# byte_fifo_flat

byte_fifo_flat/metal_stack.png
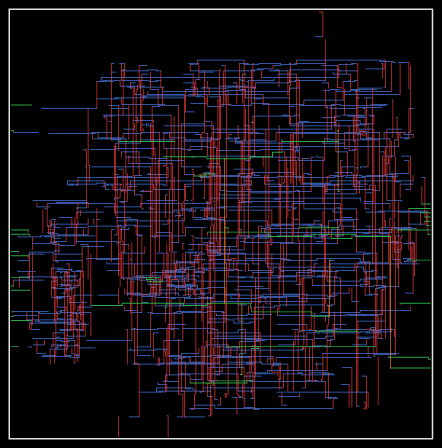

$ cat src/rtl/byte_fifo_pkg.sv
// Shared defaults and width helpers for the byte FIFO.
package byte_fifo_pkg;

    localparam int WIDTH_DEF = 8;
    localparam int DEPTH_DEF = 16;

    // Pointer width for a power-of-two depth; count needs one extra bit to hold DEPTH.
    function automatic int clog2(input int value);
        return $clog2(value);
    endfunction

endpackage

$ cat src/rtl/byte_fifo_if.sv
// Producer/consumer bus of the byte FIFO; the FIFO owns the slave side.
interface byte_fifo_if
    import byte_fifo_pkg::*;
#(
    parameter int WIDTH = WIDTH_DEF,
    parameter int DEPTH = DEPTH_DEF
);

    // write/read are one-clock strobes with no backpressure: a write while full
    // (and no read) is dropped, and a read while empty is ignored. dataOut holds
    // the oldest entry whenever dataPresent=1. count is a debug view of the fill level.
    logic             write;
    logic             read;
    logic [WIDTH-1:0] dataIn;
    logic [WIDTH-1:0] dataOut;
    logic             dataPresent;
    logic             halfFull;
    logic             full;
    logic [clog2(DEPTH):0] count;

    modport master (
        output write, read, dataIn,
        input  dataOut, dataPresent, halfFull, full, count
    );

    modport slave (
        input  write, read, dataIn,
        output dataOut, dataPresent, halfFull, full, count
    );

endinterface

$ cat src/rtl/byte_fifo_ram.sv
// DEPTH x WIDTH storage: synchronous write, asynchronous read (LUTRAM friendly).
module byte_fifo_ram
    import byte_fifo_pkg::*;
#(
    parameter int WIDTH = WIDTH_DEF,
    parameter int DEPTH = DEPTH_DEF,
    localparam int AW   = clog2(DEPTH)
) (
    input  logic             clk,
    input  logic             we,
    input  logic [AW-1:0]    waddr,
    input  logic [WIDTH-1:0] wdata,
    input  logic [AW-1:0]    raddr,
    output logic [WIDTH-1:0] rdata
);

    logic [WIDTH-1:0] mem [DEPTH];

    // No reset on the array: contents are meaningless until written.
    always_ff @(posedge clk) begin
        if (we) begin
            mem[waddr] <= wdata;
        end
    end

    assign rdata = mem[raddr];

endmodule

$ cat src/rtl/byte_fifo.sv
// First-word-fall-through byte FIFO: pointers, fill count, accept logic and flags.
module byte_fifo
    import byte_fifo_pkg::*;
#(
    parameter int WIDTH = WIDTH_DEF,
    parameter int DEPTH = DEPTH_DEF
) (
    input  logic     clk,
    input  logic     rst,
    byte_fifo_if.slave bus
);

    localparam int AW = clog2(DEPTH);
    localparam int CW = AW + 1;

    logic [AW-1:0] wr_ptr_q, wr_ptr_d;
    logic [AW-1:0] rd_ptr_q, rd_ptr_d;
    logic [CW-1:0] count_q,  count_d;
    logic          wr_acc;
    logic          rd_acc;

    // A write into a full FIFO is still taken when the same-cycle read frees a slot.
    always_comb begin
        rd_acc   = bus.read && (count_q != '0);
        wr_acc   = bus.write && ((count_q < CW'(DEPTH)) || rd_acc);
        wr_ptr_d = wr_ptr_q;
        rd_ptr_d = rd_ptr_q;
        count_d  = count_q;
        if (wr_acc) begin
            wr_ptr_d = wr_ptr_q + AW'(1);
        end
        if (rd_acc) begin
            rd_ptr_d = rd_ptr_q + AW'(1);
        end
        if (wr_acc && !rd_acc) begin
            count_d = count_q + CW'(1);
        end else if (rd_acc && !wr_acc) begin
            count_d = count_q - CW'(1);
        end
    end

    always_ff @(posedge clk or posedge rst) begin
        if (rst) begin
            wr_ptr_q <= '0;
            rd_ptr_q <= '0;
            count_q  <= '0;
        end else begin
            wr_ptr_q <= wr_ptr_d;
            rd_ptr_q <= rd_ptr_d;
            count_q  <= count_d;
        end
    end

    byte_fifo_ram #(
        .WIDTH (WIDTH),
        .DEPTH (DEPTH)
    ) u_ram (
        .clk   (clk),
        .we    (wr_acc),
        .waddr (wr_ptr_q),
        .wdata (bus.dataIn),
        .raddr (rd_ptr_q),
        .rdata (bus.dataOut)
    );

    assign bus.dataPresent = (count_q != '0);
    assign bus.halfFull    = (count_q >= CW'(DEPTH / 2));
    assign bus.full        = (count_q == CW'(DEPTH));
    assign bus.count       = count_q;

endmodule

$ cat src/flat_wrapper.sv
// flat-port wrapper written by rule: the top's interface ports become plain ports
module byte_fifo_flat import byte_fifo_pkg::*;
#(
    parameter int WIDTH = WIDTH_DEF,
    parameter int DEPTH = DEPTH_DEF
)
  (clk, rst, bus_write, bus_read, bus_dataIn, bus_dataOut, bus_dataPresent, bus_halfFull, bus_full, bus_count);
  byte_fifo_if #(.WIDTH(WIDTH), .DEPTH(DEPTH)) bus_i ();
  input  logic clk;
  input  logic rst;
  input wire logic [$bits(bus_i.write)-1:0] bus_write;
  input wire logic [$bits(bus_i.read)-1:0] bus_read;
  input wire logic [$bits(bus_i.dataIn)-1:0] bus_dataIn;
  output wire logic [$bits(bus_i.dataOut)-1:0] bus_dataOut;
  output wire logic [$bits(bus_i.dataPresent)-1:0] bus_dataPresent;
  output wire logic [$bits(bus_i.halfFull)-1:0] bus_halfFull;
  output wire logic [$bits(bus_i.full)-1:0] bus_full;
  output wire logic [$bits(bus_i.count)-1:0] bus_count;
  assign bus_i.write = bus_write;
  assign bus_i.read = bus_read;
  assign bus_i.dataIn = bus_dataIn;
  assign bus_dataOut = bus_i.dataOut;
  assign bus_dataPresent = bus_i.dataPresent;
  assign bus_halfFull = bus_i.halfFull;
  assign bus_full = bus_i.full;
  assign bus_count = bus_i.count;
  byte_fifo #(.WIDTH(WIDTH), .DEPTH(DEPTH)) u_core (.clk(clk), .rst(rst), .bus(bus_i));
endmodule
$ cat config.mk
export PLATFORM = sky130hd
export DESIGN_NAME = byte_fifo_flat
export DESIGN_NICKNAME = d
export VERILOG_FILES = /design/src/rtl/byte_fifo_pkg.sv /design/src/rtl/byte_fifo_if.sv /design/src/rtl/byte_fifo_ram.sv /design/src/rtl/byte_fifo.sv /design/src/flat_wrapper.sv
export SDC_FILE = /design/constraint.sdc
export NUM_CORES = 1
export LEC_CHECK = 0
export CAP_MARGIN = 20
export CORE_AREA = 2 2 131 133
export CTS_CLUSTER_SIZE = 25
export DETAILED_ROUTE_END_ITERATION = 6
export DIE_AREA = 0 0 133 135
export MAX_ROUTING_LAYER = met4
export PLACE_DENSITY = 0.5
export SYNTH_ARGS = -nofsm -noshare
export SYNTH_HDL_FRONTEND = slang
export SYNTH_HIERARCHICAL = 1
export SYNTH_SLANG_ARGS = --single-unit
$ cat constraint.sdc
create_clock -name clk -period 3.1 [get_ports clk]
set_input_delay 0.62 -clock clk [delete_from_list [all_inputs] [get_ports clk]]
set_output_delay 0.62 -clock clk [all_outputs]
set_load 0.02 [all_outputs]
# seq_pattern_gen

## src/rtl/seq_pattern_gen.sv

```systemverilog
`default_nettype none
// +----------------------------------------------------------------------------+
// | seq_pattern_gen: shifts a pattern MSB-first for N repetitions with idle     |
// | gaps between them, and counts overlapping "101" on the line. Rev 1.0        |
// +----------------------------------------------------------------------------+
module seq_pattern_gen #(
  parameter int MAX_LEN = 16,
  parameter int CNT_W   = 8,
  localparam int LEN_W  = $clog2(MAX_LEN + 1)
) (
  input  logic               clk,
  input  logic               rst_n,
  input  logic               start,
  input  logic [MAX_LEN-1:0] pat,
  input  logic [LEN_W-1:0]   len,
  input  logic [CNT_W-1:0]   reps,
  input  logic [3:0]         gap,
  input  logic               abort,
  output logic               x,
  output logic               valid,
  output logic               busy,
  output logic               done,
  output logic [CNT_W-1:0]   hit_cnt
);

  localparam int IDX_W = (MAX_LEN > 1) ? $clog2(MAX_LEN) : 1;

  typedef enum logic [1:0] {
    ST_IDLE  = 2'd0,
    ST_SHIFT = 2'd1,
    ST_GAP   = 2'd2,
    ST_DONE  = 2'd3
  } state_t;

  state_t             state_q, state_d;
  logic [MAX_LEN-1:0] pat_q, pat_d;
  logic [IDX_W-1:0]   last_idx_q, last_idx_d;
  logic [IDX_W-1:0]   idx_q, idx_d;
  logic [CNT_W-1:0]   reps_left_q, reps_left_d;
  logic [3:0]         gap_q, gap_d;
  logic [3:0]         gap_cnt_q, gap_cnt_d;
  logic               x_q, x_d;
  logic               valid_q, valid_d;
  logic               busy_q, busy_d;
  logic               done_q, done_d;
  logic [CNT_W-1:0]   hit_q, hit_d;
  logic [1:0]         hist_q, hist_d;
  logic [LEN_W-1:0]   len_m1;

  assign len_m1 = len - LEN_W'(1);

  always_comb begin
    state_d     = state_q;
    pat_d       = pat_q;
    last_idx_d  = last_idx_q;
    idx_d       = idx_q;
    reps_left_d = reps_left_q;
    gap_d       = gap_q;
    gap_cnt_d   = gap_cnt_q;
    x_d         = 1'b0;
    valid_d     = 1'b0;
    busy_d      = 1'b0;
    done_d      = 1'b0;
    hit_d       = hit_q;
    hist_d      = hist_q;

    case (state_q)
      ST_IDLE: begin
        // The done pulse cycle still belongs to the completing run.
        if (start && !done_q) begin
          hit_d  = '0;
          hist_d = 2'b00;
          if (len != '0 && reps != '0) begin
            pat_d       = pat;
            last_idx_d  = len_m1[IDX_W-1:0];
            idx_d       = len_m1[IDX_W-1:0];
            reps_left_d = reps;
            gap_d       = gap;
            state_d     = ST_SHIFT;
          end else begin
            state_d = ST_DONE;
          end
        end
      end

      ST_SHIFT: begin
        if (abort) begin
          state_d = ST_IDLE;
        end else begin
          x_d     = pat_q[idx_q];
          valid_d = 1'b1;
          busy_d  = 1'b1;
          hist_d  = {hist_q[0], x_d};
          if (x_d && hist_q == 2'b10 && hit_q != {CNT_W{1'b1}}) begin
            hit_d = hit_q + CNT_W'(1);
          end
          if (idx_q == '0) begin
            if (reps_left_q > CNT_W'(1)) begin
              reps_left_d = reps_left_q - CNT_W'(1);
              if (gap_q != 4'd0) begin
                gap_cnt_d = gap_q;
                state_d   = ST_GAP;
              end else begin
                idx_d = last_idx_q;
              end
            end else begin
              state_d = ST_DONE;
            end
          end else begin
            idx_d = idx_q - IDX_W'(1);
          end
        end
      end

      ST_GAP: begin
        if (abort) begin
          state_d = ST_IDLE;
        end else begin
          busy_d = 1'b1;
          hist_d = {hist_q[0], 1'b0};
          if (gap_cnt_q <= 4'd1) begin
            idx_d   = last_idx_q;
            state_d = ST_SHIFT;
          end else begin
            gap_cnt_d = gap_cnt_q - 4'd1;
          end
        end
      end

      default: begin
        done_d  = 1'b1;
        state_d = ST_IDLE;
      end
    endcase
  end

  always_ff @(posedge clk or negedge rst_n) begin
    if (!rst_n) begin
      state_q     <= ST_IDLE;
      pat_q       <= '0;
      last_idx_q  <= '0;
      idx_q       <= '0;
      reps_left_q <= '0;
      gap_q       <= '0;
      gap_cnt_q   <= '0;
      x_q         <= 1'b0;
      valid_q     <= 1'b0;
      busy_q      <= 1'b0;
      done_q      <= 1'b0;
      hit_q       <= '0;
      hist_q      <= 2'b00;
    end else begin
      state_q     <= state_d;
      pat_q       <= pat_d;
      last_idx_q  <= last_idx_d;
      idx_q       <= idx_d;
      reps_left_q <= reps_left_d;
      gap_q       <= gap_d;
      gap_cnt_q   <= gap_cnt_d;
      x_q         <= x_d;
      valid_q     <= valid_d;
      busy_q      <= busy_d;
      done_q      <= done_d;
      hit_q       <= hit_d;
      hist_q      <= hist_d;
    end
  end

  assign x       = x_q;
  assign valid   = valid_q;
  assign busy    = busy_q;
  assign done    = done_q;
  assign hit_cnt = hit_q;

endmodule
`default_nettype wire

```

## config.mk

```make
export PLATFORM = sky130hd
export DESIGN_NAME = seq_pattern_gen
export DESIGN_NICKNAME = d
export VERILOG_FILES = /design/src/rtl/seq_pattern_gen.sv
export SDC_FILE = /design/constraint.sdc
export NUM_CORES = 1
export LEC_CHECK = 0
export CORE_MARGIN = 3
export CORE_UTILIZATION = 55
export CTS_CLUSTER_SIZE = 12
export DETAILED_ROUTE_END_ITERATION = 12
export PLACE_DENSITY = 0.88
export SKIP_CTS_REPAIR_TIMING = 1
export SLEW_MARGIN = 20
export SYNTH_ARGS = -nofsm -noshare
export SYNTH_HDL_FRONTEND = slang
export SYNTH_SLANG_ARGS = --single-unit
```

## constraint.sdc

```tcl
create_clock -name clk -period 2.6 [get_ports clk]
set_input_delay 0.26 -clock clk [delete_from_list [all_inputs] [get_ports clk]]
set_output_delay 0.26 -clock clk [all_outputs]
set_load 0.1 [all_outputs]
```

byte_fifo_flat/cell_classes.png
Bar = 50 µm.
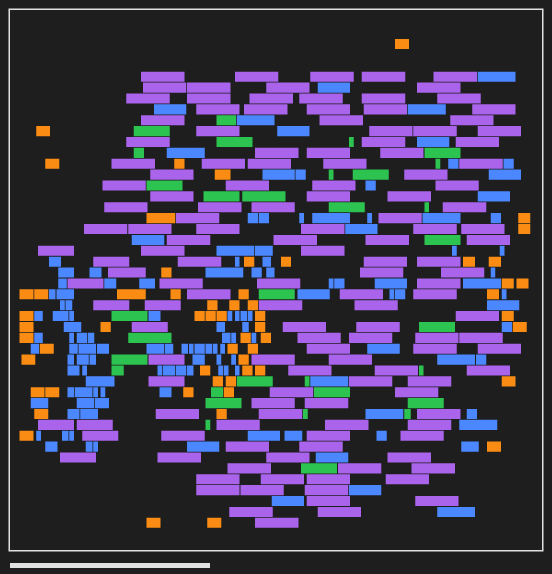
legend:
  blue:
    class: all other logic
    cells: 132
    share_of_their_area: 22%
  orange:
    class: other buffers and delay cells
    cells: 58
    share_of_their_area: 7.8%
  green:
    class: clock drivers and dummy loads
    cells: 32
    share_of_their_area: 8.3%
  purple:
    class: flops
    cells: 141
    share_of_their_area: 62%
Finished Cell Area: 6980 µm²
Core Util, Final: 42.6%
num rows: 47

byte_fifo_flat/clock_map.png
Bar = 50 µm.
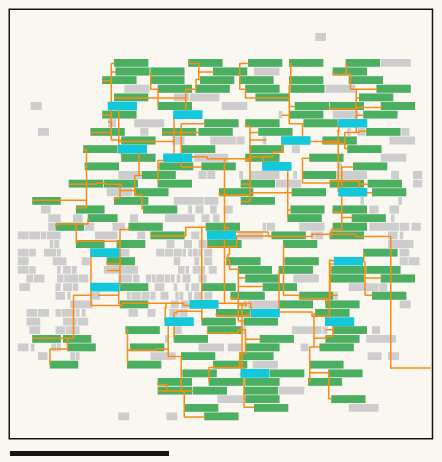
legend:
  green:
    item: flip-flops
    count: 141
  orange:
    item: clock wires
    length: 1600 µm
  cyan:
    item: cells driving clock nets
    count: 17
routed clock nets: 18
clk latency late pin: 0.41 ns
Clk power: 1.91 mW
Clock Skew: 0.00785 ns
clock network power share: 28.9%

About byte_fifo_flat/metal_stack.png:
legend:
  green:
    layer: met3
    wire_length: 468 µm
  orange:
    layer: met4
    wire_length: 146 µm
  red:
    layer: met2
    wire_length: 5880 µm
  blue:
    layer: met1
    wire_length: 5580 µm
Total Wirelength: 12100 µm
total number of vias: 2940
Total GRT Usage: 15.0%
Avg WL per Cell: 20.7 µm

==> impl_metrics.csv, byte_fifo_flat <==
group,metric,value,unit
final_layout,fillers,1436,
floorplanning,die-area,18000,µm²
yosys,yosysTopAreaCell,"edfxtp_1",
pwr,seq_power,2.50,mW
yosys,logic_family,"multiplexers",
floorplanning,die_x,133,µm
critical_path,critical-path-max-stage-delay,0.61,ns
critical_path,worstPathArrival,2.32,ns
critical_path,critPathSlowestCell,"mux4_1",
pwr,combinationalPower,2.20,mW
run_status,status,"finished, final reports clean",
detailed_routing,wl_met2,5880,µm
final_layout,layout-drive-gt1-share,22.6,%
final_timing,slew_viol_final,0,
final_layout,clock_cell_area_share,8.01,%
final_timing,post-route-period-util,95.0,%
seq_pattern_gen/cell_classes.png
Bar = 20 µm.
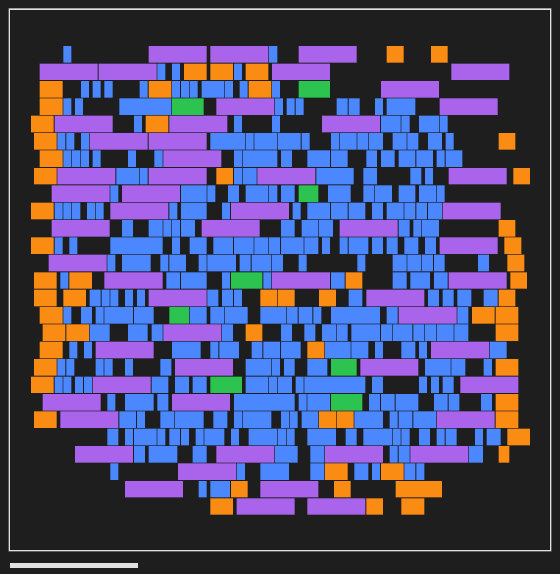
legend:
  purple:
    class: flops
    cells: 56
    share_of_their_area: 35%
  blue:
    class: all other logic
    cells: 310
    share_of_their_area: 49%
  orange:
    class: other buffers and delay cells
    cells: 59
    share_of_their_area: 14%
  green:
    class: clock drivers and dummy loads
    cells: 8
    share_of_their_area: 2.5%
Core Util, Final: 70.7%
num rows: 27
sequential cell area share: 34.5%

==> impl_metrics.csv, seq_pattern_gen <==
group,metric,value,unit
final_timing,rsz0062_at_grt,"false",
final_layout,fillers,461,
detailed_routing,drt_iter0_drc,216,
pwr,pwr-share-clk,10.1,%
pwr,sw_frac_of_total,50.1,%
pwr,p_comb_share,58.2,%
global_route,antenna_found_initial,0,
yosys,syn-instance-count,380,
final_layout,regArea,1400,µm²
cts,cts_root_buffer,"clkbuf_8",
run_status,status,"finished, final reports clean",
min_path,whs_endpoint,"pat_q[13]",
final_timing,min_period,2.50,ns
detailed_routing,wirelength,8090,µm
yosys,syn-mean-instance-area,8.91,µm²

==> gallery <==
Track usage over the die.
shot_01.png
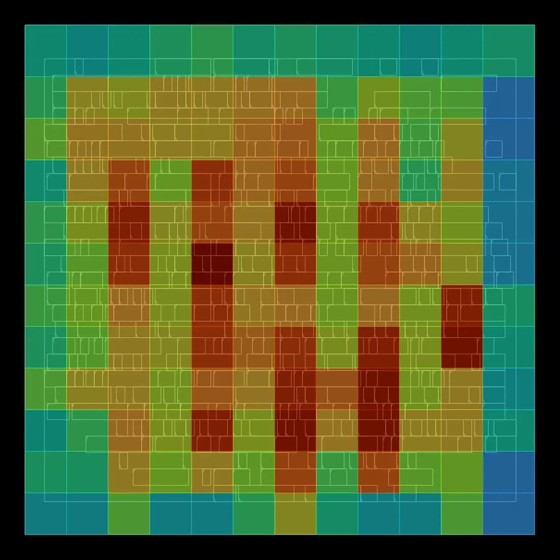
shot_02.png
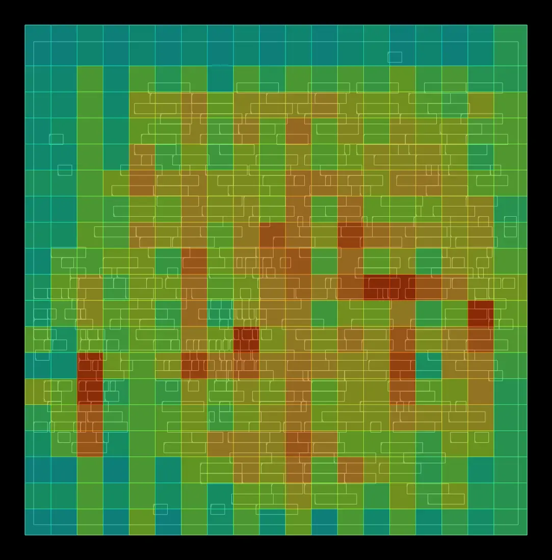
| from | picture |
|---|---|
| seq_pattern_gen | shot_01.png |
| byte_fifo_flat | shot_02.png |
Of these, most wire per cell: shot_02.png



==> screenshots <==
Power grid.
picture 1
Bar = 20 µm. Pins as bars on the die edge.
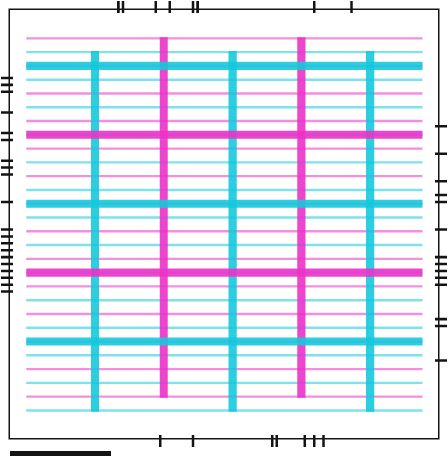
picture 2
Bar = 50 µm. Pins as bars on the die edge.
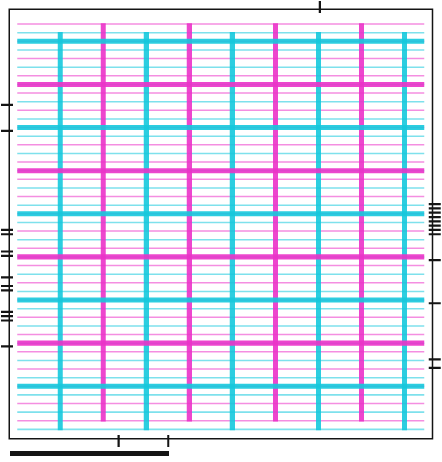
| from | picture |
|---|---|
| byte_fifo_flat | picture 2 |
| seq_pattern_gen | picture 1 |
Of these, most pins: picture 1
Of these, largest die: picture 2

Power and IR drop assume default switching activity.
